# design 1

Figure 1. Cell classes on the final placement (design 1).
Drawn at 6 px/um.
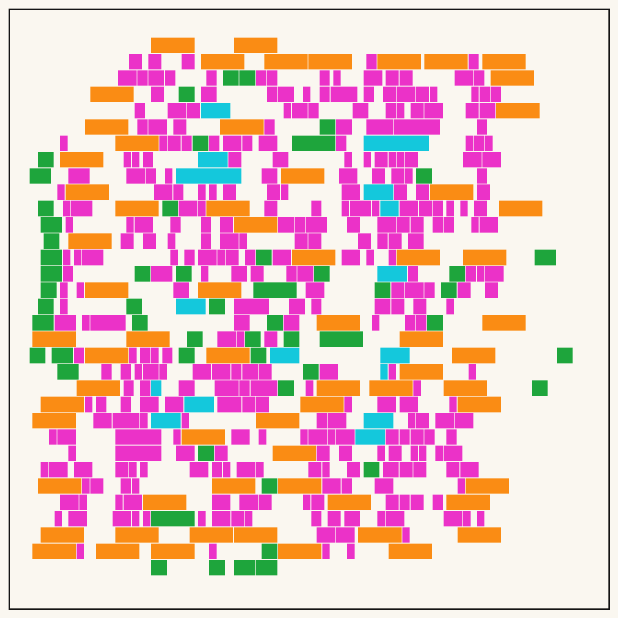

--- src/rtl/microwave_controller.sv ---
`default_nettype none
// ============================================================================
//  Module      : microwave_controller
//  Description : Top-level sequencer for the mm:ss countdown timer. Loads
//                keypad digits into the timer, generates the 1-second
//                countdown pulse, drives the magnetron and the done alarm.
//  Revision    : 1.0 - initial release
// ============================================================================
module microwave_controller #(
    parameter int TICK_DIV    = 50000000,
    parameter int BEEP_CYCLES = 150000000
) (
    input  logic       clock,
    input  logic       clear,
    input  logic       key_valid,
    input  logic [3:0] key_code,
    input  logic       start,
    input  logic       stop_clear,
    input  logic       door_closed,
    input  logic       timer_zero,
    output logic [3:0] timer_number,
    output logic       timer_loadn,
    output logic       timer_clearn,
    output logic       timer_enable,
    output logic       mag_on,
    output logic       done,
    output logic [2:0] state_out
);

    localparam int PW = (TICK_DIV > 1) ? $clog2(TICK_DIV) : 1;
    localparam int BW = $clog2(BEEP_CYCLES + 1);

    localparam logic [PW-1:0] c_TICK_LAST = PW'(TICK_DIV - 1);
    localparam logic [PW-1:0] c_TICK_ONE  = PW'(1);
    localparam logic [BW-1:0] c_BEEP_LAST = BW'(BEEP_CYCLES - 1);
    localparam logic [BW-1:0] c_BEEP_ONE  = BW'(1);

    localparam logic [2:0] c_IDLE    = 3'd0;
    localparam logic [2:0] c_SETTING = 3'd1;
    localparam logic [2:0] c_COOKING = 3'd2;
    localparam logic [2:0] c_PAUSED  = 3'd3;
    localparam logic [2:0] c_DONE    = 3'd4;

    logic [2:0]    state_q, state_d;
    logic [PW-1:0] prescaler_q, prescaler_d;
    logic [BW-1:0] beep_q, beep_d;
    logic [3:0]    timer_number_q, timer_number_d;
    logic          timer_loadn_q, timer_loadn_d;
    logic          timer_clearn_q, timer_clearn_d;
    logic          timer_enable_q, timer_enable_d;
    logic          mag_on_q, mag_on_d;
    logic          done_q, done_d;

    logic w_door_open;
    logic w_digit;
    logic w_tick_wrap;
    logic w_beep_end;

    assign w_door_open = ~door_closed;
    assign w_digit     = key_valid & (key_code <= 4'd9);
    assign w_tick_wrap = (prescaler_q == c_TICK_LAST);
    assign w_beep_end  = (beep_q == c_BEEP_LAST);

    // State and output registers with synchronous reset
    always_ff @(posedge clock) begin
        if (clear) begin
            state_q        <= c_IDLE;
            prescaler_q    <= '0;
            beep_q         <= '0;
            timer_number_q <= 4'd0;
            timer_loadn_q  <= 1'b1;
            timer_clearn_q <= 1'b0;
            timer_enable_q <= 1'b0;
            mag_on_q       <= 1'b0;
            done_q         <= 1'b0;
        end else begin
            state_q        <= state_d;
            prescaler_q    <= prescaler_d;
            beep_q         <= beep_d;
            timer_number_q <= timer_number_d;
            timer_loadn_q  <= timer_loadn_d;
            timer_clearn_q <= timer_clearn_d;
            timer_enable_q <= timer_enable_d;
            mag_on_q       <= mag_on_d;
            done_q         <= done_d;
        end
    end

    // Next-state selection; door open outranks stop_clear, which outranks start, then keys
    always_comb begin
        state_d = state_q;
        case (state_q)
            c_IDLE, c_SETTING: begin
                if (stop_clear) begin
                    state_d = c_IDLE;
                end else if ((state_q == c_SETTING) && start && door_closed && !timer_zero) begin
                    state_d = c_COOKING;
                end else if (w_digit) begin
                    state_d = c_SETTING;
                end
            end
            c_COOKING: begin
                if (w_door_open || stop_clear) begin
                    state_d = c_PAUSED;
                end else if (timer_zero && !timer_enable_q) begin
                    // zero is only trusted when no decrement is in flight
                    state_d = c_DONE;
                end
            end
            c_PAUSED: begin
                if (w_door_open) begin
                    state_d = c_PAUSED;
                end else if (stop_clear) begin
                    state_d = c_IDLE;
                end else if (start) begin
                    state_d = c_COOKING;
                end
            end
            c_DONE: begin
                if (w_door_open || stop_clear || w_beep_end) begin
                    state_d = c_IDLE;
                end
            end
            default: state_d = c_IDLE;
        endcase
    end

    // Registered outputs and counters derived from current state and chosen transition
    always_comb begin
        prescaler_d    = prescaler_q;
        beep_d         = beep_q;
        timer_number_d = timer_number_q;
        timer_loadn_d  = 1'b1;
        timer_clearn_d = 1'b1;
        timer_enable_d = 1'b0;
        mag_on_d       = (state_d == c_COOKING);
        done_d         = (state_d == c_DONE);
        case (state_q)
            c_IDLE, c_SETTING: begin
                if (stop_clear) begin
                    timer_clearn_d = 1'b0;
                end else if (state_d == c_COOKING) begin
                    prescaler_d = '0;
                end else if (w_digit) begin
                    timer_number_d = key_code;
                    timer_loadn_d  = 1'b0;
                end
            end
            c_COOKING, c_PAUSED: begin
                if (state_d == c_IDLE) begin
                    timer_clearn_d = 1'b0;
                end else if (state_d == c_COOKING) begin
                    // a resume counts as a cooking cycle, continuing from the held value
                    if (w_tick_wrap) begin
                        prescaler_d    = '0;
                        timer_enable_d = 1'b1;
                    end else begin
                        prescaler_d = prescaler_q + c_TICK_ONE;
                    end
                end
            end
            c_DONE: begin
                if (state_d == c_IDLE) begin
                    timer_clearn_d = 1'b0;
                    beep_d         = '0;
                end else begin
                    beep_d = beep_q + c_BEEP_ONE;
                end
            end
            default: begin
                timer_clearn_d = 1'b0;
            end
        endcase
    end

    assign timer_number = timer_number_q;
    assign timer_loadn  = timer_loadn_q;
    assign timer_clearn = timer_clearn_q;
    assign timer_enable = timer_enable_q;
    assign mag_on       = mag_on_q;
    assign done         = done_q;
    assign state_out    = state_q;

endmodule
`default_nettype wire
--- config.mk ---
export PLATFORM = sky130hd
export DESIGN_NAME = microwave_controller
export DESIGN_NICKNAME = d
export VERILOG_FILES = /design/src/rtl/microwave_controller.sv
export SDC_FILE = /design/constraint.sdc
export NUM_CORES = 1
export LEC_CHECK = 0
export CAP_MARGIN = 5
export CORE_MARGIN = 3
export CORE_UTILIZATION = 40
export CTS_CLUSTER_SIZE = 28
export DETAILED_ROUTE_END_ITERATION = 7
export SYNTH_ARGS = -nofsm -noshare
export SYNTH_HDL_FRONTEND = slang
export SYNTH_SLANG_ARGS = --single-unit
--- constraint.sdc ---
create_clock -name clock -period 2.8 [get_ports clock]
set_clock_uncertainty 0.2 [all_clocks]
set_input_delay 0.56 -clock clock [delete_from_list [all_inputs] [get_ports clock]]
set_output_delay 0.56 -clock clock [all_outputs]
set_load 0.1 [all_outputs]
# design 2

### src/rtl/sr_rw_engine.sv
// rtl/sr_rw_engine.sv - multi-channel shift-register write/readback engine
// Shifts N_CH images out on sr_clk, pulses sr_load, streams back captured bits and counts mismatches.
module sr_rw_engine #(
  parameter int WIDTH     = 170,
  parameter int N_CH      = 1,
  parameter int DIV_WIDTH = 6,
  parameter bit MSB_FIRST = 1'b1
) (
  input  logic                               clk_in,
  input  logic                               rst,
  input  logic [DIV_WIDTH-1:0]               div,
  input  logic                               wr_en,
  input  logic [15:0]                        din,
  input  logic                               start,
  input  logic                               cmp_en,
  output logic                               busy,
  output logic                               done,
  output logic                               sr_clk,
  output logic [N_CH-1:0]                    sr_dout,
  output logic                               sr_load,
  input  logic [N_CH-1:0]                    sr_din,
  output logic                               rd_valid,
  input  logic                               rd_ready,
  output logic [31:0]                        rd_data,
  output logic [$clog2(N_CH*WIDTH+1)-1:0]    err_cnt
);
  localparam int NB  = N_CH * WIDTH;
  localparam int WPC = (WIDTH + 15) / 16;
  localparam int RPC = (WIDTH + 31) / 32;
  localparam int CW  = $clog2(NB + 1);
  localparam int CHW = $clog2(N_CH + 1);
  localparam int WWW = (WPC > 1) ? $clog2(WPC) : 1;
  localparam int RWW = (RPC > 1) ? $clog2(RPC) : 1;
  localparam int BW  = $clog2(WIDTH + 1);

  typedef enum logic [1:0] {IDLE, SHIFT, LOAD, DRAIN} state_t;
  state_t state, state_nxt;

  logic [NB-1:0]        image, prev_img, shreg, cap;
  logic [CHW-1:0]       wr_ch, rd_ch;
  logic [WWW-1:0]       wr_wi;
  logic [RWW-1:0]       rd_wi;
  logic [DIV_WIDTH-1:0] div_q;
  logic                 cmp_q, phase;
  logic [DIV_WIDTH:0]   cnt;
  logic [BW-1:0]        bit_cnt;
  logic [CW-1:0]        mism;
  logic [31:0]          rd_word;

  // Rotating (not zero-filling) leaves the shifted image intact after WIDTH steps.
  function automatic logic [NB-1:0] rot(input logic [NB-1:0] v);
    logic [NB-1:0] r;
    for (int c = 0; c < N_CH; c++)
      for (int b = 0; b < WIDTH; b++)
        r[c*WIDTH+b] = MSB_FIRST ? v[c*WIDTH + (b+WIDTH-1)%WIDTH] : v[c*WIDTH + (b+1)%WIDTH];
    return r;
  endfunction

  function automatic logic [N_CH-1:0] head(input logic [NB-1:0] v);
    logic [N_CH-1:0] h;
    for (int c = 0; c < N_CH; c++)
      h[c] = MSB_FIRST ? v[c*WIDTH+WIDTH-1] : v[c*WIDTH];
    return h;
  endfunction

  function automatic logic [NB-1:0] cap_push(input logic [NB-1:0] v, input logic [N_CH-1:0] s);
    logic [NB-1:0] r;
    for (int c = 0; c < N_CH; c++)
      for (int b = 0; b < WIDTH; b++) begin
        if (MSB_FIRST) r[c*WIDTH+b] = (b == 0) ? s[c] : v[c*WIDTH + (b+WIDTH-1)%WIDTH];
        else           r[c*WIDTH+b] = (b == WIDTH-1) ? s[c] : v[c*WIDTH + (b+1)%WIDTH];
      end
    return r;
  endfunction

  logic half_end, bit_end, last_bit, load_end, xfer, last_word;
  assign half_end  = (cnt == {1'b0, div_q});
  assign bit_end   = (state == SHIFT) && phase && half_end;
  assign last_bit  = (bit_cnt == BW'(WIDTH-1));
  assign load_end  = (state == LOAD) && (cnt == {div_q, 1'b1});
  assign xfer      = rd_valid && rd_ready;
  assign last_word = (rd_ch == CHW'(N_CH-1)) && (rd_wi == RWW'(RPC-1));
  assign busy      = (state != IDLE);
  assign rd_data   = rd_word;

  always_comb begin
    state_nxt = state;
    case (state)
      IDLE:    if (start) state_nxt = SHIFT;
      SHIFT:   if (bit_end && last_bit) state_nxt = LOAD;
      LOAD:    if (load_end) state_nxt = DRAIN;
      DRAIN:   if (xfer && last_word) state_nxt = IDLE;
      default: state_nxt = IDLE;
    endcase
  end

  always_comb begin
    mism = '0;
    for (int i = 0; i < NB; i++) mism = mism + CW'(cap[i] ^ prev_img[i]);
  end

  // Word selection is channel-major, LSB word first; bits past WIDTH read as zero.
  always_comb begin
    rd_word = '0;
    for (int c = 0; c < N_CH; c++)
      for (int r = 0; r < RPC; r++)
        for (int b = 0; b < 32; b++)
          if ((32*r + b < WIDTH) && rd_ch == CHW'(c) && rd_wi == RWW'(r))
            rd_word[b] = cap[c*WIDTH + (32*r + b) % WIDTH];
  end

  always_ff @(posedge clk_in) begin
    if (rst) begin
      state    <= IDLE;
      image    <= '0;
      prev_img <= '0;
      shreg    <= '0;
      cap      <= '0;
      wr_ch    <= '0;
      wr_wi    <= '0;
      rd_ch    <= '0;
      rd_wi    <= '0;
      div_q    <= '0;
      cmp_q    <= 1'b0;
      cnt      <= '0;
      phase    <= 1'b0;
      bit_cnt  <= '0;
      done     <= 1'b0;
      sr_clk   <= 1'b0;
      sr_dout  <= '0;
      sr_load  <= 1'b0;
      rd_valid <= 1'b0;
      err_cnt  <= '0;
    end else begin
      state <= state_nxt;
      done  <= 1'b0;
      if (state == IDLE && wr_en && wr_ch < CHW'(N_CH)) begin
        for (int c = 0; c < N_CH; c++)
          for (int b = 0; b < WIDTH; b++)
            if (wr_ch == CHW'(c) && wr_wi == WWW'(b/16)) image[c*WIDTH+b] <= din[b%16];
        if (wr_wi == WWW'(WPC-1)) begin
          wr_wi <= '0;
          wr_ch <= wr_ch + 1'b1;
        end else begin
          wr_wi <= wr_wi + 1'b1;
        end
      end
      case (state)
        IDLE: if (start) begin
          div_q   <= div;
          cmp_q   <= cmp_en;
          shreg   <= image;
          sr_dout <= head(image);
          cnt     <= '0;
          phase   <= 1'b0;
          bit_cnt <= '0;
          wr_ch   <= '0;
          wr_wi   <= '0;
        end
        SHIFT: if (half_end) begin
          cnt   <= '0;
          phase <= ~phase;
          if (!phase) begin
            sr_clk <= 1'b1;
          end else begin
            sr_clk  <= 1'b0;
            cap     <= cap_push(cap, sr_din);
            shreg   <= rot(shreg);
            bit_cnt <= bit_cnt + 1'b1;
            if (last_bit) begin
              sr_dout <= '0;
              sr_load <= 1'b1;
            end else begin
              sr_dout <= head(rot(shreg));
            end
          end
        end else begin
          cnt <= cnt + 1'b1;
        end
        LOAD: if (load_end) begin
          sr_load  <= 1'b0;
          cnt      <= '0;
          prev_img <= shreg;
          rd_ch    <= '0;
          rd_wi    <= '0;
          if (cmp_q) err_cnt <= mism;
        end else begin
          cnt <= cnt + 1'b1;
        end
        DRAIN: if (!rd_valid) begin
          rd_valid <= 1'b1;
        end else if (rd_ready) begin
          if (last_word) begin
            rd_valid <= 1'b0;
            done     <= 1'b1;
          end else if (rd_wi == RWW'(RPC-1)) begin
            rd_wi <= '0;
            rd_ch <= rd_ch + 1'b1;
          end else begin
            rd_wi <= rd_wi + 1'b1;
          end
        end
        default: ;
      endcase
    end
  end
endmodule

### config.mk
export PLATFORM = sky130hd
export DESIGN_NAME = sr_rw_engine
export DESIGN_NICKNAME = d
export VERILOG_FILES = /design/src/rtl/sr_rw_engine.sv
export SDC_FILE = /design/constraint.sdc
export NUM_CORES = 2
export LEC_CHECK = 0
export CORE_MARGIN = 10
export CORE_UTILIZATION = 54
export CTS_CLUSTER_SIZE = 8
export DETAILED_ROUTE_END_ITERATION = 8
export HOLD_SLACK_MARGIN = 0.02
export PLACE_DENSITY = 0.74
export SYNTH_ARGS = -nofsm -noshare
export SYNTH_HDL_FRONTEND = slang
export SYNTH_SLANG_ARGS = --single-unit
### constraint.sdc
create_clock -name clk_in -period 9.5 [get_ports clk_in]
set_input_delay 0.95 -clock clk_in [delete_from_list [all_inputs] [get_ports clk_in]]
set_output_delay 0.95 -clock clk_in [all_outputs]
set_load 0.01 [all_outputs]
# design 3

$ cat config.mk
export PLATFORM = sky130hd
export DESIGN_NAME = pixel_point_op_engine_flat
export DESIGN_NICKNAME = d
export VERILOG_FILES = /design/src/rtl/pixel_point_op_engine_pkg.sv /design/src/rtl/pixel_point_op_engine_if.sv /design/src/rtl/pixel_point_op_engine_lane_op.sv /design/src/rtl/pixel_point_op_engine.sv /design/src/flat_wrapper.sv
export SDC_FILE = /design/constraint.sdc
export NUM_CORES = 1
export LEC_CHECK = 0
export CAP_MARGIN = 20
export CORE_MARGIN = 10
export CORE_UTILIZATION = 55
export DETAILED_ROUTE_END_ITERATION = 10
export GPL_TIMING_DRIVEN = 1
export PLACE_DENSITY_LB_ADDON = 0.05
export SLEW_MARGIN = 40
export SYNTH_ARGS = -nofsm -noshare
export SYNTH_HDL_FRONTEND = slang
export SYNTH_SLANG_ARGS = --single-unit
$ cat constraint.sdc
create_clock -name clk -period 11.1 [get_ports clk]
set_input_delay 2.22 -clock clk [delete_from_list [all_inputs] [get_ports clk]]
set_output_delay 2.22 -clock clk [all_outputs]
set_load 0.02 [all_outputs]
$ cat src/rtl/pixel_point_op_engine_pkg.sv
// Shared types and default sizing for the pixel point-operation engine.
package pixel_point_op_engine_pkg;

  localparam int DEF_DATA_W    = 128;
  localparam int DEF_PIX_W     = 8;
  localparam int DEF_BURST_LEN = 32;

  // Per-lane operation selected at burst start
  typedef enum logic [1:0] {
    INVERT  = 2'd0,
    THRESH  = 2'd1,
    ADD_SAT = 2'd2,
    SUB_SAT = 2'd3
  } pix_mode_e;

  // Burst sequencing states
  typedef enum logic [1:0] {
    IDLE  = 2'd0,
    RUN   = 2'd1,
    DRAIN = 2'd2,
    DONE  = 2'd3
  } eng_state_e;

  // Counter width able to hold the value burst_len itself
  function automatic int cnt_width(input int burst_len);
    return $clog2(burst_len + 1);
  endfunction

endpackage

$ cat src/rtl/pixel_point_op_engine_if.sv
// Control and streaming bundle between the engine and its surroundings.
// The master side issues bursts and feeds beats; the slave side is the engine.
interface pixel_point_op_engine_if
  import pixel_point_op_engine_pkg::*;
#(
  parameter int DATA_W = DEF_DATA_W,
  parameter int PIX_W  = DEF_PIX_W
);

  logic              start;
  pix_mode_e         mode;
  logic [PIX_W-1:0]  operand;
  logic              in_valid;
  logic [DATA_W-1:0] in_data;
  logic              in_ready;
  logic              out_valid;
  logic [DATA_W-1:0] out_data;
  logic              out_ready;
  logic              busy;
  logic              done;

  modport master (
    output start, mode, operand, in_valid, in_data, out_ready,
    input  in_ready, out_valid, out_data, busy, done
  );

  modport slave (
    input  start, mode, operand, in_valid, in_data, out_ready,
    output in_ready, out_valid, out_data, busy, done
  );

endinterface

$ cat src/rtl/pixel_point_op_engine_lane_op.sv
// Combinational point operation on a single unsigned pixel.
module pix_lane_op
  import pixel_point_op_engine_pkg::*;
#(
  parameter int PIX_W = DEF_PIX_W
) (
  input  pix_mode_e        mode_i,
  input  logic [PIX_W-1:0] operand_i,
  input  logic [PIX_W-1:0] pix_i,
  output logic [PIX_W-1:0] pix_o
);

  localparam logic [PIX_W-1:0] MAX_PIX = '1;

  logic [PIX_W:0] sum;

  assign sum = {1'b0, pix_i} + {1'b0, operand_i};

  // Select the lane result; add/sub clamp at the unsigned range limits
  always_comb begin
    pix_o = '0;
    case (mode_i)
      INVERT:  pix_o = MAX_PIX - pix_i;
      THRESH:  pix_o = (pix_i >= operand_i) ? MAX_PIX : '0;
      ADD_SAT: pix_o = sum[PIX_W] ? MAX_PIX : sum[PIX_W-1:0];
      SUB_SAT: pix_o = (pix_i < operand_i) ? '0 : (pix_i - operand_i);
      default: pix_o = '0;
    endcase
  end

endmodule

$ cat src/rtl/pixel_point_op_engine.sv
// Streaming per-pixel point-operation engine: one burst of BURST_LEN beats,
// every lane transformed by the operation latched at start, two-stage
// pipeline with full valid/ready backpressure and a done pulse at the end.
module pixel_point_op_engine
  import pixel_point_op_engine_pkg::*;
#(
  parameter int DATA_W    = DEF_DATA_W,
  parameter int PIX_W     = DEF_PIX_W,
  parameter int BURST_LEN = DEF_BURST_LEN
) (
  input  logic                   clk,
  input  logic                   rst,
  pixel_point_op_engine_if.slave bus
);

  localparam int LANES = DATA_W / PIX_W;
  localparam int CNT_W = cnt_width(BURST_LEN);
  localparam logic [CNT_W-1:0] BURST_CNT = CNT_W'(BURST_LEN);
  localparam logic [CNT_W-1:0] CNT_ONE   = CNT_W'(1);

  eng_state_e        state_q, state_d;
  pix_mode_e         mode_q, mode_d;
  logic [PIX_W-1:0]  operand_q, operand_d;
  logic [CNT_W-1:0]  in_cnt_q, in_cnt_d;
  logic [CNT_W-1:0]  out_cnt_q, out_cnt_d;
  logic              s1_valid_q, s1_valid_d;
  logic [DATA_W-1:0] s1_data_q, s1_data_d;
  logic              s2_valid_q, s2_valid_d;
  logic [DATA_W-1:0] s2_data_q, s2_data_d;

  logic              busy_s, done_s;
  logic              start_acc, in_ready_s, in_fire, out_fire;
  logic              s1_adv, s2_adv;
  logic [DATA_W-1:0] lane_res;

  // A stage can take new data when it is empty or its content moves on this cycle
  assign s2_adv     = !s2_valid_q || bus.out_ready;
  assign s1_adv     = !s1_valid_q || s2_adv;
  assign in_ready_s = (state_q == RUN) && (in_cnt_q < BURST_CNT) && s1_adv;
  assign in_fire    = bus.in_valid && in_ready_s;
  assign out_fire   = s2_valid_q && bus.out_ready;
  assign start_acc  = bus.start && ((state_q == IDLE) || (state_q == DONE));

  for (genvar i = 0; i < LANES; i++) begin : g_lane
    pix_lane_op #(.PIX_W(PIX_W)) u_lane (
      .mode_i    (mode_q),
      .operand_i (operand_q),
      .pix_i     (bus.in_data[i*PIX_W +: PIX_W]),
      .pix_o     (lane_res[i*PIX_W +: PIX_W])
    );
  end

  // Burst sequencing and the Moore busy/done outputs
  always_comb begin
    state_d = state_q;
    busy_s  = 1'b0;
    done_s  = 1'b0;
    case (state_q)
      IDLE: begin
        if (start_acc) state_d = RUN;
      end
      RUN: begin
        busy_s = 1'b1;
        if (in_cnt_q == BURST_CNT) state_d = DRAIN;
      end
      DRAIN: begin
        busy_s = 1'b1;
        if (out_cnt_d == BURST_CNT) state_d = DONE;
      end
      DONE: begin
        done_s  = 1'b1;
        state_d = start_acc ? RUN : IDLE;
      end
      default: state_d = IDLE;
    endcase
  end

  // Burst configuration, beat counters and the two pipeline stages
  always_comb begin
    mode_d     = mode_q;
    operand_d  = operand_q;
    in_cnt_d   = in_cnt_q;
    out_cnt_d  = out_cnt_q;
    s1_valid_d = s1_valid_q;
    s1_data_d  = s1_data_q;
    s2_valid_d = s2_valid_q;
    s2_data_d  = s2_data_q;

    if (start_acc) begin
      mode_d    = bus.mode;
      operand_d = bus.operand;
      in_cnt_d  = '0;
      out_cnt_d = '0;
    end else begin
      if (in_fire)  in_cnt_d  = in_cnt_q + CNT_ONE;
      if (out_fire) out_cnt_d = out_cnt_q + CNT_ONE;
    end

    if (s1_adv) begin
      s1_valid_d = in_fire;
      if (in_fire) s1_data_d = lane_res;
    end

    if (s2_adv) begin
      s2_valid_d = s1_valid_q;
      if (s1_valid_q) s2_data_d = s1_data_q;
    end
  end

  // State and datapath registers; reset abandons any burst in flight
  always_ff @(posedge clk or posedge rst) begin
    if (rst) begin
      state_q    <= IDLE;
      mode_q     <= INVERT;
      operand_q  <= '0;
      in_cnt_q   <= '0;
      out_cnt_q  <= '0;
      s1_valid_q <= 1'b0;
      s1_data_q  <= '0;
      s2_valid_q <= 1'b0;
      s2_data_q  <= '0;
    end else begin
      state_q    <= state_d;
      mode_q     <= mode_d;
      operand_q  <= operand_d;
      in_cnt_q   <= in_cnt_d;
      out_cnt_q  <= out_cnt_d;
      s1_valid_q <= s1_valid_d;
      s1_data_q  <= s1_data_d;
      s2_valid_q <= s2_valid_d;
      s2_data_q  <= s2_data_d;
    end
  end

  assign bus.in_ready  = in_ready_s;
  assign bus.out_valid = s2_valid_q;
  assign bus.out_data  = s2_data_q;
  assign bus.busy      = busy_s;
  assign bus.done      = done_s;

endmodule

$ cat src/flat_wrapper.sv
// flat-port wrapper written by rule: the top's interface ports become plain ports
module pixel_point_op_engine_flat import pixel_point_op_engine_pkg::*;
#(
  parameter int DATA_W    = DEF_DATA_W,
  parameter int PIX_W     = DEF_PIX_W,
  parameter int BURST_LEN = DEF_BURST_LEN
)
  (clk, rst, bus_start, bus_mode, bus_operand, bus_in_valid, bus_in_data, bus_out_ready, bus_in_ready, bus_out_valid, bus_out_data, bus_busy, bus_done);
  pixel_point_op_engine_if #(.DATA_W(DATA_W), .PIX_W(PIX_W)) bus_i ();
  input  logic clk;
  input  logic rst;
  input wire logic [$bits(bus_i.start)-1:0] bus_start;
  input wire logic [$bits(bus_i.mode)-1:0] bus_mode;
  input wire logic [$bits(bus_i.operand)-1:0] bus_operand;
  input wire logic [$bits(bus_i.in_valid)-1:0] bus_in_valid;
  input wire logic [$bits(bus_i.in_data)-1:0] bus_in_data;
  input wire logic [$bits(bus_i.out_ready)-1:0] bus_out_ready;
  output wire logic [$bits(bus_i.in_ready)-1:0] bus_in_ready;
  output wire logic [$bits(bus_i.out_valid)-1:0] bus_out_valid;
  output wire logic [$bits(bus_i.out_data)-1:0] bus_out_data;
  output wire logic [$bits(bus_i.busy)-1:0] bus_busy;
  output wire logic [$bits(bus_i.done)-1:0] bus_done;
  assign bus_i.start = bus_start;
  assign bus_i.mode = bus_mode;
  assign bus_i.operand = bus_operand;
  assign bus_i.in_valid = bus_in_valid;
  assign bus_i.in_data = bus_in_data;
  assign bus_i.out_ready = bus_out_ready;
  assign bus_in_ready = bus_i.in_ready;
  assign bus_out_valid = bus_i.out_valid;
  assign bus_out_data = bus_i.out_data;
  assign bus_busy = bus_i.busy;
  assign bus_done = bus_i.done;
  pixel_point_op_engine #(.DATA_W(DATA_W), .PIX_W(PIX_W), .BURST_LEN(BURST_LEN)) u_core (.clk(clk), .rst(rst), .bus(bus_i));
endmodule
Figure 2. I/O pins on the die edge (design 3).
Drawn at 1.5 px/um. Pins as bars across the die edge, other pins in grey.
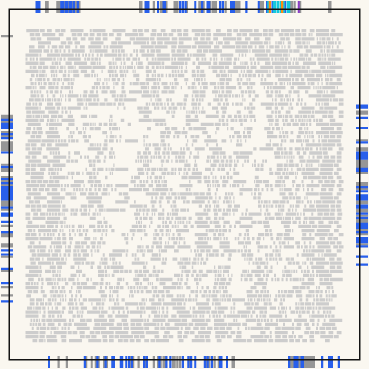
[bus_in_ready] purple | pins: 1 | direction: output | edge: top
[bus_out_data] blue | pins: 128 | direction: output | edge: 37 bottom, 34 top, 30 right, 27 left
[bus_operand] cyan | pins: 8 | direction: input | edge: top
[bus_mode] orange | pins: 2 | direction: input | edge: top
all pins by edge: 87 top, 78 bottom, 57 left, 53 right
number of port buffers: 274
Die H: 233 um
die width: 233 um

Figure 3. Clock nets (design 3).
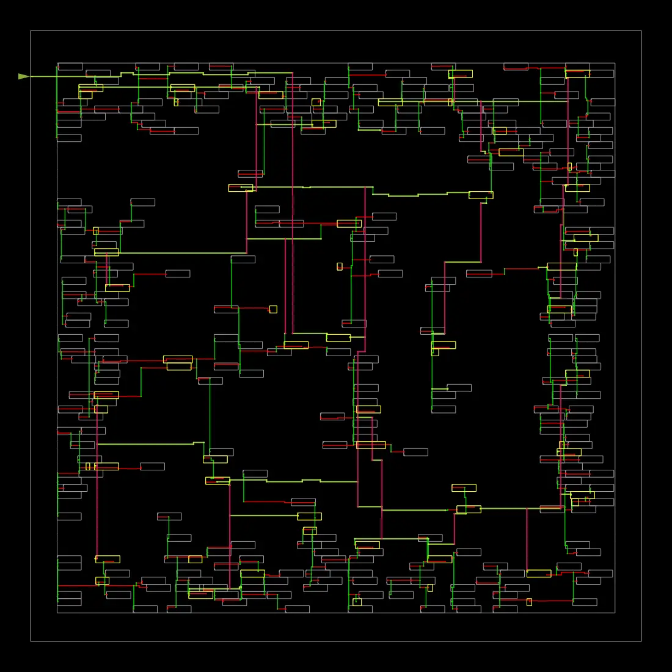
clk pwr: 1.19 mW
clock skew: 0.0142 ns

==> metrics.csv, design 3 <==
metric,value,unit
Cell Count Post-Placement,3605,
"Clk pin slew, worst setup/hold paths",0.06,ns
Syn Area/Cell,8.66,sq um
Crit path buffers/inverters,2,
hold path cells,2,
CTS buffer count,35,
Max Root-Sink Buffers,3,
dominant kind of cell,logic gates,
Setup Viol. Count Final,0,
CTS tree,built,
clk tree area frac,0.0404,
commonest cells in the netlist,"395 x a21oi_1, 282 x dfrtp_1, 279 x ha_1",
CP max-delay cell,clkdlybuf4s50_1,
final worst setup slack,5.11,ns
post-CTS setup repair buffer count,0,
Core ar.,44500,sq um
crit path DRT,8.88,ns
logic share of the area,0.568,
"Design Area, Final",29300,sq um
Switch Pwr,4.59,mW
RR Startpoint,u_core.operand_q[2]$_DFFE_PP0N_,
outcome,"complete, no violations",
number of global-route vias before repair,23789,
post-synthesis compound-gate area fraction,0.282,
Worst setup endpoint,bus_in_ready,
Startpoint Class,primary input,
Flops,282,
layout cells sized above 1,0.0914,
end-of-flow core utilization,0.657,
Non-Clock Buffer Count,309,
htree depth,2,
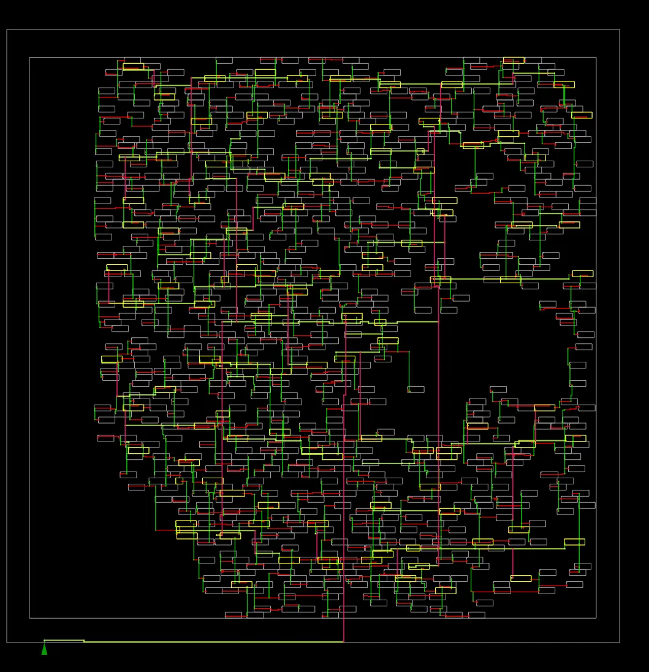
Figure 4: design 2, clock nets.
clk sinks: 727
Clk Latency, worst-skew pair: 0.68 ns
Flops: 727

==> metrics.csv, design 2 <==
metric,value,unit
# fillers,5414,
drc violations,0,
"slowest stage delay, CP",0.54,ns
mux cell area share after synthesis,0.0626,
worst vdd ir,0.000313,V
via count of the routed design,28611,
Crit path buffers/inverters,8,
dpl hpwl,71600,um
Layout area overhead,10.1,%
Post-CTS Hold Buffers,0,
PostCTS Resize Cnt,0,
number of global-route vias before repair,26549,
vias per cell,5.93,
Comb power,1.66,mW
Slew headroom,0.202,
Setup Slack @ Placement,2.03,ns
outcome,"complete, no violations",
clock root buffer,clkbuf_16,
Post-synth seq share,0.419,
Final Instance Count excl. Fillers,4823,
hold_ws,0.449,ns
MaxCap Viol Count,0,
Max Root-Sink Buffers,3,
largest net degree at the start of global routing,239,
CP max FO,4,
CP startpoint,cap[111]$_SDFFE_PP0P_,
dominant kind of cell,logic gates,
Die H,274,um
total negative slack,0,ns
RR Startpoint,cap[111]$_SDFFE_PP0P_,
Layout Nets,4189,
sequential power,3.73,mW
sequential power share,0.435,
CP endpoint kind,flop,
Post-synth EDFFs,0,
initial drt markers,3281,
Final Hold Vio Count,0,
Final ANT Viol Nets,0,
biggest area cells,"dfxtp_1 42%, nand2_1 12%, a21oi_1 10%",
number of diodes,0,
Tcrit/Tclk final,0.783,
WP depth,26,
htree depth,3,
Sw Share,0.316,
Non-Clock Buffer Count,106,
post-synth top area share,0.419,
reg2reg path depth,26,
hold crit path type,flop to flop,
total gr overflow,0,
met3 WL,11200,um
Syn. warnings,0,
Syn Inst Count,4079,
Leading power group,registers,
Figure 5. I/O pins on the die edge (design 1).
Drawn at 4 px/um. Pins as bars across the die edge, other pins in grey.
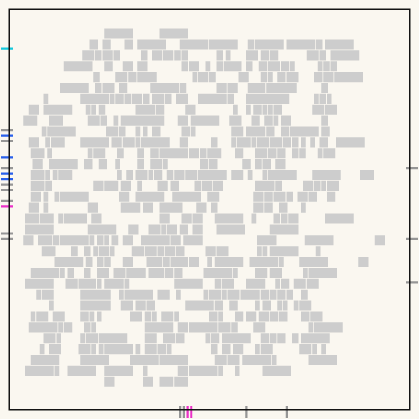
[state_out] magenta | pins: 3 | direction: output | edge: 2 bottom, 1 left
[key_code] blue | pins: 4 | direction: input | edge: left
[clock] cyan | pins: 1 | direction: input | edge: left
all pins by edge: 14 left, 6 bottom, 3 right
die width: 99.7 um
number of port buffers: 22

About Figure 1:
[flops] orange | cells: 66
[combinational and other logic] magenta | cells: 337
[clock drivers and dummy loads] cyan | cells: 16
[other buffers and delay cells] green | cells: 54
Design Area, Final: 4250 sq um
flop share of the area: 0.311

==> metrics.csv, design 1 <==
metric,value,unit
outcome,"complete, no violations",
Tcrit/Tclk final,0.942,
clock root buffer,clkbuf_8,
post-synthesis cell area,3510,sq um
Max Root-Sink Buffers,2,
crit path DAT,2.66,ns
distinct lib cells,58,
hold_ws,0.262,ns
CP endpoint kind,flop,
met3 Resource Use GR,0.0238,
most numerous cell in the Yosys netlist,dfxtp_1,
asr flop ratio synth,0,
initial antenna violation count,0,
Cell Count Post-Placement,562,
yosys stat area,3510,sq um
Post-CTS Hold Buffers,0,
RR Startpoint,beep_q[10]$_SDFFE_PP0P_,
Syn. warnings,0,
end-of-flow core utilization,0.508,
Layout area overhead,21.0,%
htree depth,3,
Largest register FFs,28,
number of logic gates,330,
"Clk Latency, worst-skew pair",0.33,ns
Tap Cells,105,
post-CTS setup repair buffer count,0,
"slowest stage delay, CP",0.50,ns
GP Congestion,0.834,

==> screenshots <==
A small window of the routed layout.
Plate I
Window x 150 to 200, y 150 to 200 um. Cells in grey, sequential cells in the stronger grey; small squares are vias.
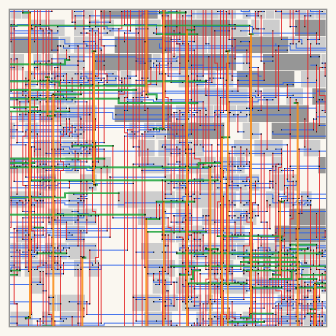
Plate II
Window x 180 to 230, y 180 to 230 um. Cells in grey, sequential cells in the stronger grey; small squares are vias.
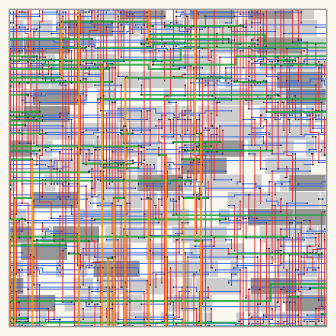
Plate III
Window x 50 to 100, y 50 to 100 um. Cells in grey, sequential cells in the stronger grey; small squares are vias.
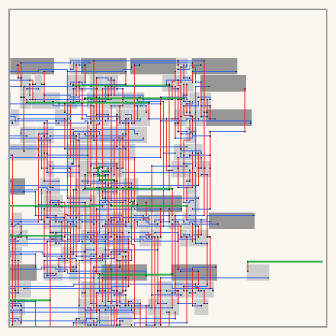
Plate III: design 1
Plate II: design 2
Plate I: design 3


# design 4

Figure 6. A small window of the routed layout (design 4).
Window x 31 to 81, y 31 to 81 um. Cells in grey, sequential cells in the stronger grey; small squares are vias.
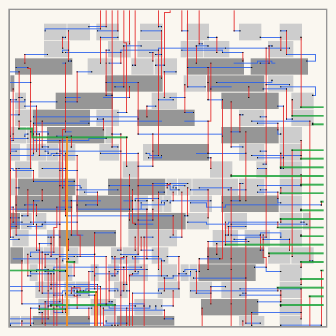

File: src/rtl/sr04_meas_scheduler.sv
// sr04_meas_scheduler
//   Sequences the HC-SR04 ranging controller. Issues start pulses on a single-shot
//   request or continuously in auto mode. Each measurement is bounded by an echo
//   timeout, and start pulses are spaced by at least PERIOD_US. The accepted
//   distance is held in a result register.
//
//   Optional build macro: SR04_AVG4_EN
//     defined   : o_dist is the mean of the last 4 accepted readings (2-clk latency)
//     undefined : o_dist is the raw latched reading (1-clk latency)
//
// Ports
//   clk          system clock
//   rst          asynchronous, active-high reset
//   i_auto_en    level, continuous measurements at PERIOD_US
//   i_single     1-cycle pulse, request one measurement
//   i_dist_done  1-cycle pulse from ranging controller, measurement complete
//   i_dist[13:0] distance (cm), valid with i_dist_done
//   o_start      1-cycle start pulse to ranging controller (registered)
//   o_dist[13:0] last accepted distance (cm)
//   o_valid      1-cycle pulse, o_dist updated
//   o_timeout    1-cycle pulse, measurement timed out
//   o_busy       high while a measurement or its hold-off is in progress
//   o_err_cnt    saturating timeout counter
module sr04_meas_scheduler #(
  parameter int CLK_HZ     = 100_000_000,
  parameter int PERIOD_US  = 60000,
  parameter int TIMEOUT_US = 40000
) (
  input  logic        clk,
  input  logic        rst,
  input  logic        i_auto_en,
  input  logic        i_single,
  input  logic        i_dist_done,
  input  logic [13:0] i_dist,
  output logic        o_start,
  output logic [13:0] o_dist,
  output logic        o_valid,
  output logic        o_timeout,
  output logic        o_busy,
  output logic [7:0]  o_err_cnt
);

  localparam int DIV = CLK_HZ / 1_000_000;
  localparam int PW  = (DIV > 1) ? $clog2(DIV) : 1;

  typedef enum logic [1:0] {S_IDLE, S_TRIG, S_WAIT, S_HOLD} state_t;

  state_t        r_state, w_next;
  logic [PW-1:0] r_presc;
  logic [15:0]   r_us;
  logic          r_pend;
  logic          r_start;
  logic          r_valid;
  logic [13:0]   r_dist;
  logic [7:0]    r_err;

  logic w_tick, w_accept, w_tmo_hit, w_period_hit;

  assign w_tick       = (r_presc == PW'(DIV - 1));
  assign w_accept     = (r_state == S_WAIT) & i_dist_done;
  // dist_done on the timeout cycle takes priority over the timeout
  assign w_tmo_hit    = (r_state == S_WAIT) & ~i_dist_done & (r_us == 16'(TIMEOUT_US));
  assign w_period_hit = (r_us == 16'(PERIOD_US));

  always_ff @(posedge clk or posedge rst) begin
    if (rst) r_state <= S_IDLE;
    else     r_state <= w_next;
  end

  always_comb begin
    w_next    = r_state;
    o_timeout = 1'b0;
    o_busy    = (r_state != S_IDLE);
    case (r_state)
      S_IDLE: if (i_auto_en | r_pend | i_single) w_next = S_TRIG;
      S_TRIG: w_next = S_WAIT;
      S_WAIT: begin
        if (w_accept) w_next = S_HOLD;
        else if (w_tmo_hit) begin
          w_next    = S_HOLD;
          o_timeout = 1'b1;
        end
      end
      S_HOLD: if (w_period_hit) w_next = S_IDLE;
      default: w_next = S_IDLE;
    endcase
  end

  // Timebase is zeroed on entry to TRIG so the TRIG cycle is count 0; with the
  // HOLD->IDLE->TRIG hop this gives start spacing of PERIOD_US*DIV + 2 clocks.
  always_ff @(posedge clk or posedge rst) begin
    if (rst) begin
      r_presc <= '0;
      r_us    <= '0;
    end else if (w_next == S_TRIG) begin
      r_presc <= '0;
      r_us    <= '0;
    end else begin
      r_presc <= w_tick ? '0 : r_presc + 1'b1;
      r_us    <= r_us + 16'(w_tick);
    end
  end

  // Requests while busy collapse into one pending bit. The TRIG cycle consumes
  // it, but a request landing exactly on that cycle is kept.
  always_ff @(posedge clk or posedge rst) begin
    if (rst) begin
      r_pend  <= 1'b0;
      r_start <= 1'b0;
      r_err   <= '0;
    end else begin
      r_pend  <= (r_state == S_TRIG) ? i_single : (r_pend | (i_single & (r_state != S_IDLE)));
      r_start <= (w_next == S_TRIG);
      if (w_tmo_hit && r_err != 8'hFF) r_err <= r_err + 8'd1;
    end
  end

`ifdef SR04_AVG4_EN
  logic [3:0][13:0] r_hist;
  logic             r_filled;
  logic             r_avg_go;
  logic [15:0]      w_sum;

  assign w_sum = 16'(r_hist[0]) + 16'(r_hist[1]) + 16'(r_hist[2]) + 16'(r_hist[3]);

  // Stage 1 updates the history, stage 2 registers the mean.
  always_ff @(posedge clk or posedge rst) begin
    if (rst) begin
      r_hist   <= '0;
      r_filled <= 1'b0;
      r_avg_go <= 1'b0;
      r_valid  <= 1'b0;
      r_dist   <= '0;
    end else begin
      r_avg_go <= w_accept;
      r_valid  <= r_avg_go;
      if (w_accept) begin
        r_filled <= 1'b1;
        if (!r_filled) r_hist <= {4{i_dist}};
        else           r_hist <= {r_hist[2:0], i_dist};
      end
      if (r_avg_go) r_dist <= w_sum[15:2];
    end
  end
`else
  always_ff @(posedge clk or posedge rst) begin
    if (rst) begin
      r_valid <= 1'b0;
      r_dist  <= '0;
    end else begin
      r_valid <= w_accept;
      if (w_accept) r_dist <= i_dist;
    end
  end
`endif

  assign o_start   = r_start;
  assign o_valid   = r_valid;
  assign o_dist    = r_dist;
  assign o_err_cnt = r_err;

endmodule

File: config.mk
export PLATFORM = sky130hd
export DESIGN_NAME = sr04_meas_scheduler
export DESIGN_NICKNAME = d
export VERILOG_FILES = /design/src/rtl/sr04_meas_scheduler.sv
export SDC_FILE = /design/constraint.sdc
export NUM_CORES = 1
export LEC_CHECK = 0
export CAP_MARGIN = 20
export CORE_MARGIN = 2
export CORE_UTILIZATION = 40
export CTS_BUF_LIST = sky130_fd_sc_hd__clkbuf_4
export CTS_CLUSTER_SIZE = 16
export DETAILED_ROUTE_END_ITERATION = 7
export GPL_TIMING_DRIVEN = 0
export PLACE_DENSITY = 0.66
export SLEW_MARGIN = 20
export SYNTH_ARGS = -nofsm -noshare
export SYNTH_HDL_FRONTEND = slang
export SYNTH_SLANG_ARGS = --single-unit
export TNS_END_PERCENT = 10
File: constraint.sdc
create_clock -name clk -period 2.6 [get_ports clk]
set_input_delay 0.52 -clock clk [delete_from_list [all_inputs] [get_ports clk]]
set_output_delay 0.52 -clock clk [all_outputs]
set_load 0.1 [all_outputs]
# design 5

==> config.mk <==
export PLATFORM = sky130hd
export DESIGN_NAME = pulse_stretch_tx_flat
export DESIGN_NICKNAME = d
export VERILOG_FILES = /design/src/rtl/pulse_stretch_tx_if.sv /design/src/rtl/pulse_stretch_tx.sv /design/src/flat_wrapper.sv
export SDC_FILE = /design/constraint.sdc
export NUM_CORES = 1
export LEC_CHECK = 0
export ABC_AREA = 1
export CORE_MARGIN = 2
export CORE_UTILIZATION = 49
export CTS_CLUSTER_SIZE = 8
export DETAILED_ROUTE_END_ITERATION = 10
export PLACE_DENSITY = 0.73
export RECOVER_POWER = 100
export SYNTH_ARGS = -nofsm -noshare
export SYNTH_HDL_FRONTEND = slang
export SYNTH_SLANG_ARGS = --single-unit
==> constraint.sdc <==
create_clock -name sys_clk -period 2.1 [get_ports sys_clk]
set_input_delay 0.42 -clock sys_clk [delete_from_list [all_inputs] [get_ports sys_clk]]
set_output_delay 0.42 -clock sys_clk [all_outputs]
set_load 0.03 [all_outputs]
==> src/rtl/pulse_stretch_tx_if.sv <==
// Request/response bundle for pulse_stretch_tx: request strobe in, conditioned pulse and
// queue status out. clk/rst stay outside the bundle.
interface pulse_stretch_tx_if #(
  parameter int unsigned C_PENDING_WIDTH = 4
) ();
  logic                       trigger_in;
  logic                       signal_out;
  logic                       busy;
  logic [C_PENDING_WIDTH-1:0] pending_cnt;
  logic                       overflow;

  // Requesting side
  modport master (
    output trigger_in,
    input  signal_out,
    input  busy,
    input  pending_cnt,
    input  overflow
  );

  // Pulse generator side
  modport slave (
    input  trigger_in,
    output signal_out,
    output busy,
    output pending_cnt,
    output overflow
  );
endinterface

==> src/rtl/pulse_stretch_tx.sv <==
// Output pulse stretcher: turns single-cycle requests into pulses with a guaranteed minimum
// asserted width and de-asserted gap. Requests arriving mid-pulse/gap are queued in a
// saturating counter and replayed back-to-back.
module pulse_stretch_tx #(
  parameter int unsigned C_HIGH_CYCLES     = 16,
  parameter int unsigned C_LOW_CYCLES      = 16,
  parameter logic        C_OUTPUT_POLARITY = 1'b0,
  parameter int unsigned C_PENDING_WIDTH   = 4
) (
  input  logic               sys_clk,
  input  logic               sys_rst,
  pulse_stretch_tx_if.slave  io_bus
);

  localparam int unsigned CntMax = (C_HIGH_CYCLES > C_LOW_CYCLES) ? C_HIGH_CYCLES : C_LOW_CYCLES;
  localparam int unsigned CntW   = $clog2(CntMax + 1);

  localparam logic [CntW-1:0]            HiLoad  = CntW'(C_HIGH_CYCLES - 1);
  localparam logic [CntW-1:0]            LoLoad  = CntW'(C_LOW_CYCLES - 1);
  localparam logic [CntW-1:0]            CntOne  = CntW'(1);
  localparam logic [C_PENDING_WIDTH-1:0] PendOne = C_PENDING_WIDTH'(1);

  typedef enum logic [1:0] {StIdle, StAssert, StGap} state_e;

  state_e                     r_state;
  logic [CntW-1:0]            r_cnt;
  logic [C_PENDING_WIDTH-1:0] r_pend;
  logic                       r_sig;
  logic                       r_busy;
  logic                       r_ovf;

  logic w_cnt_zero;
  logic w_gap_exit;
  logic w_deq;
  logic w_enq;
  logic w_full;

  assign w_cnt_zero = (r_cnt == '0);
  assign w_gap_exit = (r_state == StGap) && w_cnt_zero;
  // A queued request is replayed at gap exit in preference to a fresh trigger.
  assign w_deq      = w_gap_exit && (r_pend != '0);
  // A trigger at gap exit with an empty queue starts the next pulse directly instead.
  assign w_enq      = io_bus.trigger_in && (r_state != StIdle) && !(w_gap_exit && (r_pend == '0));
  assign w_full     = &r_pend;

  // Pulse FSM, phase counter, pending queue and all registered outputs.
  always_ff @(posedge sys_clk) begin
    if (!sys_rst) begin
      r_state <= StIdle;
      r_cnt   <= '0;
      r_pend  <= '0;
      r_sig   <= ~C_OUTPUT_POLARITY;
      r_busy  <= 1'b0;
      r_ovf   <= 1'b0;
    end else begin
      r_ovf <= 1'b0;
      if (w_enq && !w_deq) begin
        if (w_full) begin
          r_ovf <= 1'b1;
        end else begin
          r_pend <= r_pend + PendOne;
        end
      end else if (w_deq && !w_enq) begin
        r_pend <= r_pend - PendOne;
      end

      unique case (r_state)
        StIdle: begin
          if (io_bus.trigger_in) begin
            r_state <= StAssert;
            r_cnt   <= HiLoad;
            r_sig   <= C_OUTPUT_POLARITY;
            r_busy  <= 1'b1;
          end
        end
        StAssert: begin
          if (w_cnt_zero) begin
            r_state <= StGap;
            r_cnt   <= LoLoad;
            r_sig   <= ~C_OUTPUT_POLARITY;
          end else begin
            r_cnt <= r_cnt - CntOne;
          end
        end
        StGap: begin
          if (w_cnt_zero) begin
            if ((r_pend != '0) || io_bus.trigger_in) begin
              r_state <= StAssert;
              r_cnt   <= HiLoad;
              r_sig   <= C_OUTPUT_POLARITY;
            end else begin
              r_state <= StIdle;
              r_busy  <= 1'b0;
            end
          end else begin
            r_cnt <= r_cnt - CntOne;
          end
        end
        default: begin
          r_state <= StIdle;
          r_busy  <= 1'b0;
          r_sig   <= ~C_OUTPUT_POLARITY;
        end
      endcase
    end
  end

  assign io_bus.signal_out  = r_sig;
  assign io_bus.busy        = r_busy;
  assign io_bus.pending_cnt = r_pend;
  assign io_bus.overflow    = r_ovf;

endmodule
==> src/flat_wrapper.sv <==
// flat-port wrapper written by rule: the top's interface ports become plain ports
module pulse_stretch_tx_flat 
#(
  parameter int unsigned C_HIGH_CYCLES     = 16,
  parameter int unsigned C_LOW_CYCLES      = 16,
  parameter logic        C_OUTPUT_POLARITY = 1'b0,
  parameter int unsigned C_PENDING_WIDTH   = 4
)
  (sys_clk, sys_rst, io_bus_trigger_in, io_bus_signal_out, io_bus_busy, io_bus_pending_cnt, io_bus_overflow);
  pulse_stretch_tx_if #(.C_PENDING_WIDTH(C_PENDING_WIDTH)) io_bus_i ();
  input  logic sys_clk;
  input  logic sys_rst;
  input wire logic [$bits(io_bus_i.trigger_in)-1:0] io_bus_trigger_in;
  output wire logic [$bits(io_bus_i.signal_out)-1:0] io_bus_signal_out;
  output wire logic [$bits(io_bus_i.busy)-1:0] io_bus_busy;
  output wire logic [$bits(io_bus_i.pending_cnt)-1:0] io_bus_pending_cnt;
  output wire logic [$bits(io_bus_i.overflow)-1:0] io_bus_overflow;
  assign io_bus_i.trigger_in = io_bus_trigger_in;
  assign io_bus_signal_out = io_bus_i.signal_out;
  assign io_bus_busy = io_bus_i.busy;
  assign io_bus_pending_cnt = io_bus_i.pending_cnt;
  assign io_bus_overflow = io_bus_i.overflow;
  pulse_stretch_tx #(.C_HIGH_CYCLES(C_HIGH_CYCLES), .C_LOW_CYCLES(C_LOW_CYCLES), .C_OUTPUT_POLARITY(C_OUTPUT_POLARITY), .C_PENDING_WIDTH(C_PENDING_WIDTH)) u_core (.sys_clk(sys_clk), .sys_rst(sys_rst), .io_bus(io_bus_i));
endmodule

==> gallery <==
M3 wires.
(a)
Drawn at 6 px/um.
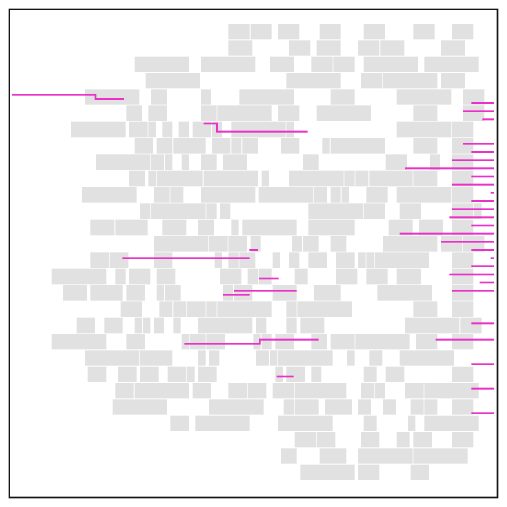
(b)
Drawn at 10 px/um.
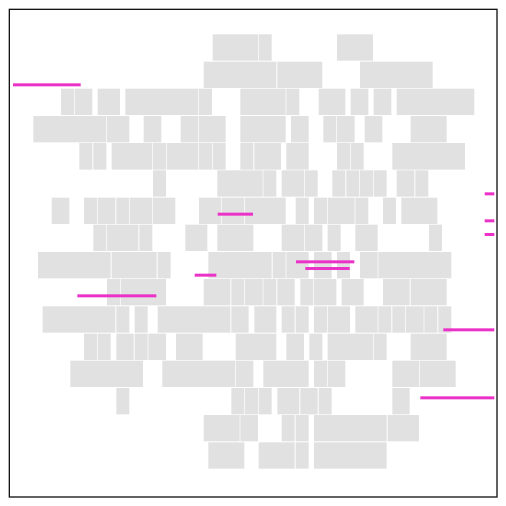
| picture | from |
|---|---|
| (b) | design 5 |
| (a) | design 4 |
The one with the largest die is (a).

Key to (b):
share of all routed wire: 2.3%
longest straight run: 7.60 um
main direction: horizontal
nets with wire on the layer: 9

Figure 7. Clock nets (design 5).
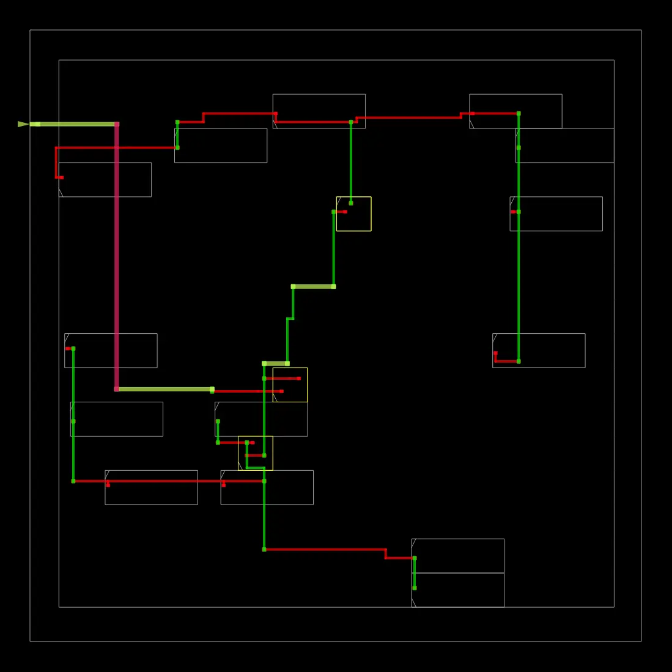
CLK BUF: 3
clk sinks: 14
CTS buffer count: 3
clock skew: 0.00592 ns

==> metrics.csv, design 5 <==
metric,value,unit
sequential power share,0.301,
Flops,14,
CP startpoint,u_core.io_bus.pending_cnt[1]$_SDFFE_PN0P_,
Layout area overhead,16.5,%
unrepaired setup endpoints after global routing,false,
fp_density,0.508,
initial drt markers,13,
CP max FO,7,
met2 wire length,942,um
Post-synth EDFFs,0,
end-of-flow core utilization,0.592,
Post-Synth Adder-Cell Area,0.115,
asr flop ratio synth,0,
Max Slew Vio Count,0,
clock root buffer,clkbuf_4,
number of global-route vias before repair,868,
Tap Cells,27,
clk tree area frac,0.0198,
max layer used,met4,
DRT met1 WL,877,um
"Clk Latency, worst-skew pair",0.27,ns
sequential power,455,uW
post-synthesis cell area,976,sq um
Largest register FFs,5,
P per Cell Area,1330,nW/um^2
Slew @ Worst Pin,0.369,ns
outcome,"complete, no violations",
num rows,16,
dpl hpwl,1570,um
Crit path buffers/inverters,1,
Figure 8. Clock nets (design 4).
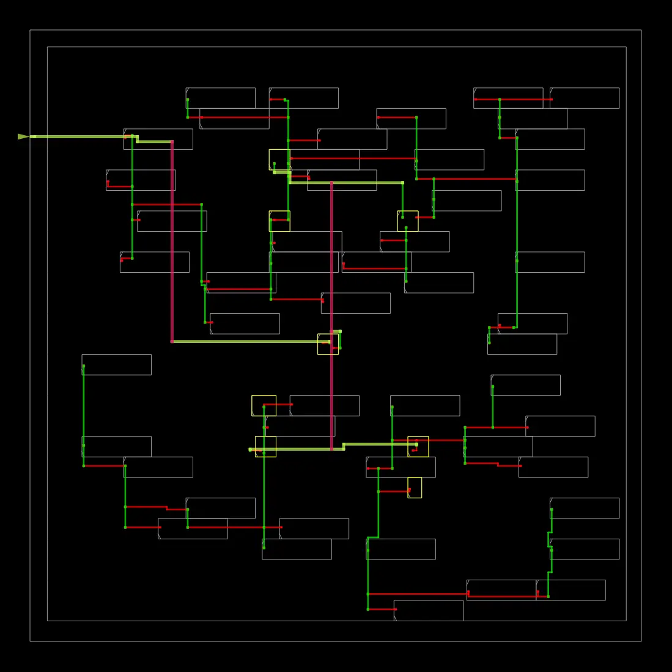
clock skew: 0.0166 ns
Flops: 50
clk sinks: 50
CLK BUF: 6
CTS buffer count: 5

Notes on Figure 6 above:
[metal 2] red
[metal 4] orange
[metal 1] blue
[metal 3] green
most frequent: clkdlybuf4s50_1 (33), dfrtp_1 (24), mux2_2 (14)
sequential cells in the window: 24
netlist names of flops here include: o_dist (13), r_us (4), r_presc (2)
cells with their middle in the window: 125

==> metrics.csv, design 4 <==
metric,value,unit
"Clk pin slew, worst setup/hold paths",0.14,ns
"most used cell, CP",ha_2,
clk tree area frac,0.0192,
synthesized net count,224,
CP endpoint kind,flop,
Sw Share,0.492,
Slew headroom,0.347,
total gr overflow,0,
CP startpoint,r_presc[0]$_DFF_PP0_,
Static Leakage,1.23,nW
met3 WL,242,um
Tmin final,2.53,ns
biggest area cells,"dfrtp_1 53%, mux2_2 7.6%, xnor2_1 5.9%",
Max Slew Vio Count,0,
Pwr Total,2.98,mW
Post-Synth Adder-Cell Area,0.0210,
RR Startpoint,r_presc[0]$_DFF_PP0_,
Syn Inst Count,201,
Tcrit/Tclk final,0.974,
Layout area overhead,28.4,%
Post-DP Area,2940,sq um
Syn. warnings,0,
Max Root-Sink Buffers,2,
met3 Resource Use GR,0.0389,
distinct lib cells,36,
GP Congestion,0.781,
total negative slack,0,ns
R2R setup slack,0.07,ns
main logic family after synthesis,simple AND/OR/NAND/NOR gates,
most used routing layer,met2,
XOR/XNOR Area Share,0.0920,
number of logic gates,141,
via count of the routed design,1687,
met2 wire length,2040,um
Switch Pwr,1.47,mW
unrepaired setup endpoints after global routing,true,
Setup CP Type,flop to flop,
mux cell area share after synthesis,0.0757,
Yosys top cell by area,dfrtp_1,
outcome,"complete, no violations",
DRT met1 WL,2060,um
num rows,28,
Setup Slack @ Placement,-0.429,ns
dominant register cell,dfrtp_1,
asr flop ratio synth,1.00,
layout cells sized above 1,0.249,
Post-CTS Hold Buffers,0,
largest net degree at the start of global routing,31,
Final Hold Vio Count,0,
hold crit path type,primary input to async pin,
post-synthesis cell area,2380,sq um
Die Area,6580,sq um
DRT Pass-1 Iters,4,
sequential cell area,1250,sq um
final worst setup slack,0.0672,ns
commonest cells in the netlist,"50 x dfrtp_1, 16 x mux2_2, 16 x xnor2_1",
Final Instance Count excl. Fillers,332,
max layer used,met4,
met2 global-route usage,0.227,
Clock power frac,0.120,
tool warning count,29,
Layout Nets,279,
non-clock buffer area fraction after layout,0.169,
drc violations,0,
Post-synth EDFFs,0,
sequential power,1.13,mW
# fillers,543,
CP max FO,5,
initial drt markers,60,
"Design Area, Final",3060,sq um


## Gallery

M3 wires.
picture 1
Drawn at 2 px/um.
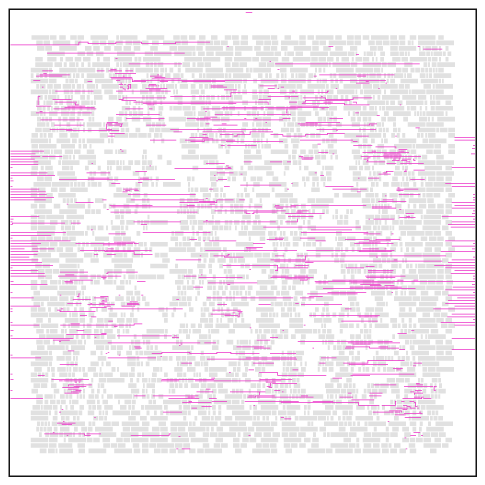
picture 2
Drawn at 4 px/um.
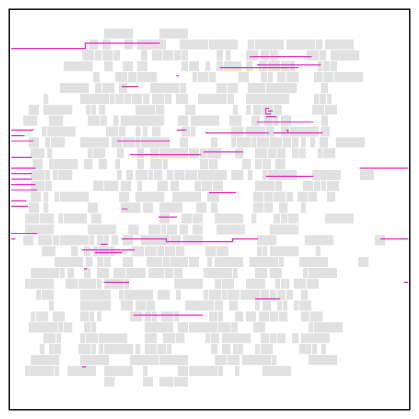
picture 3
Drawn at 1.5 px/um.
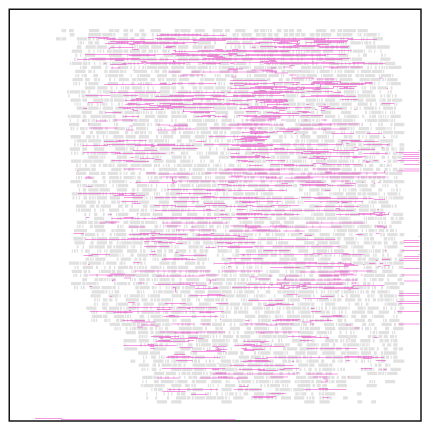
The one with the smallest die is picture 2.
The one with the largest die is picture 3.
| picture | from |
|---|---|
| picture 3 | design 2 |
| picture 2 | design 1 |
| picture 1 | design 3 |

Power and IR drop assume default switching activity.
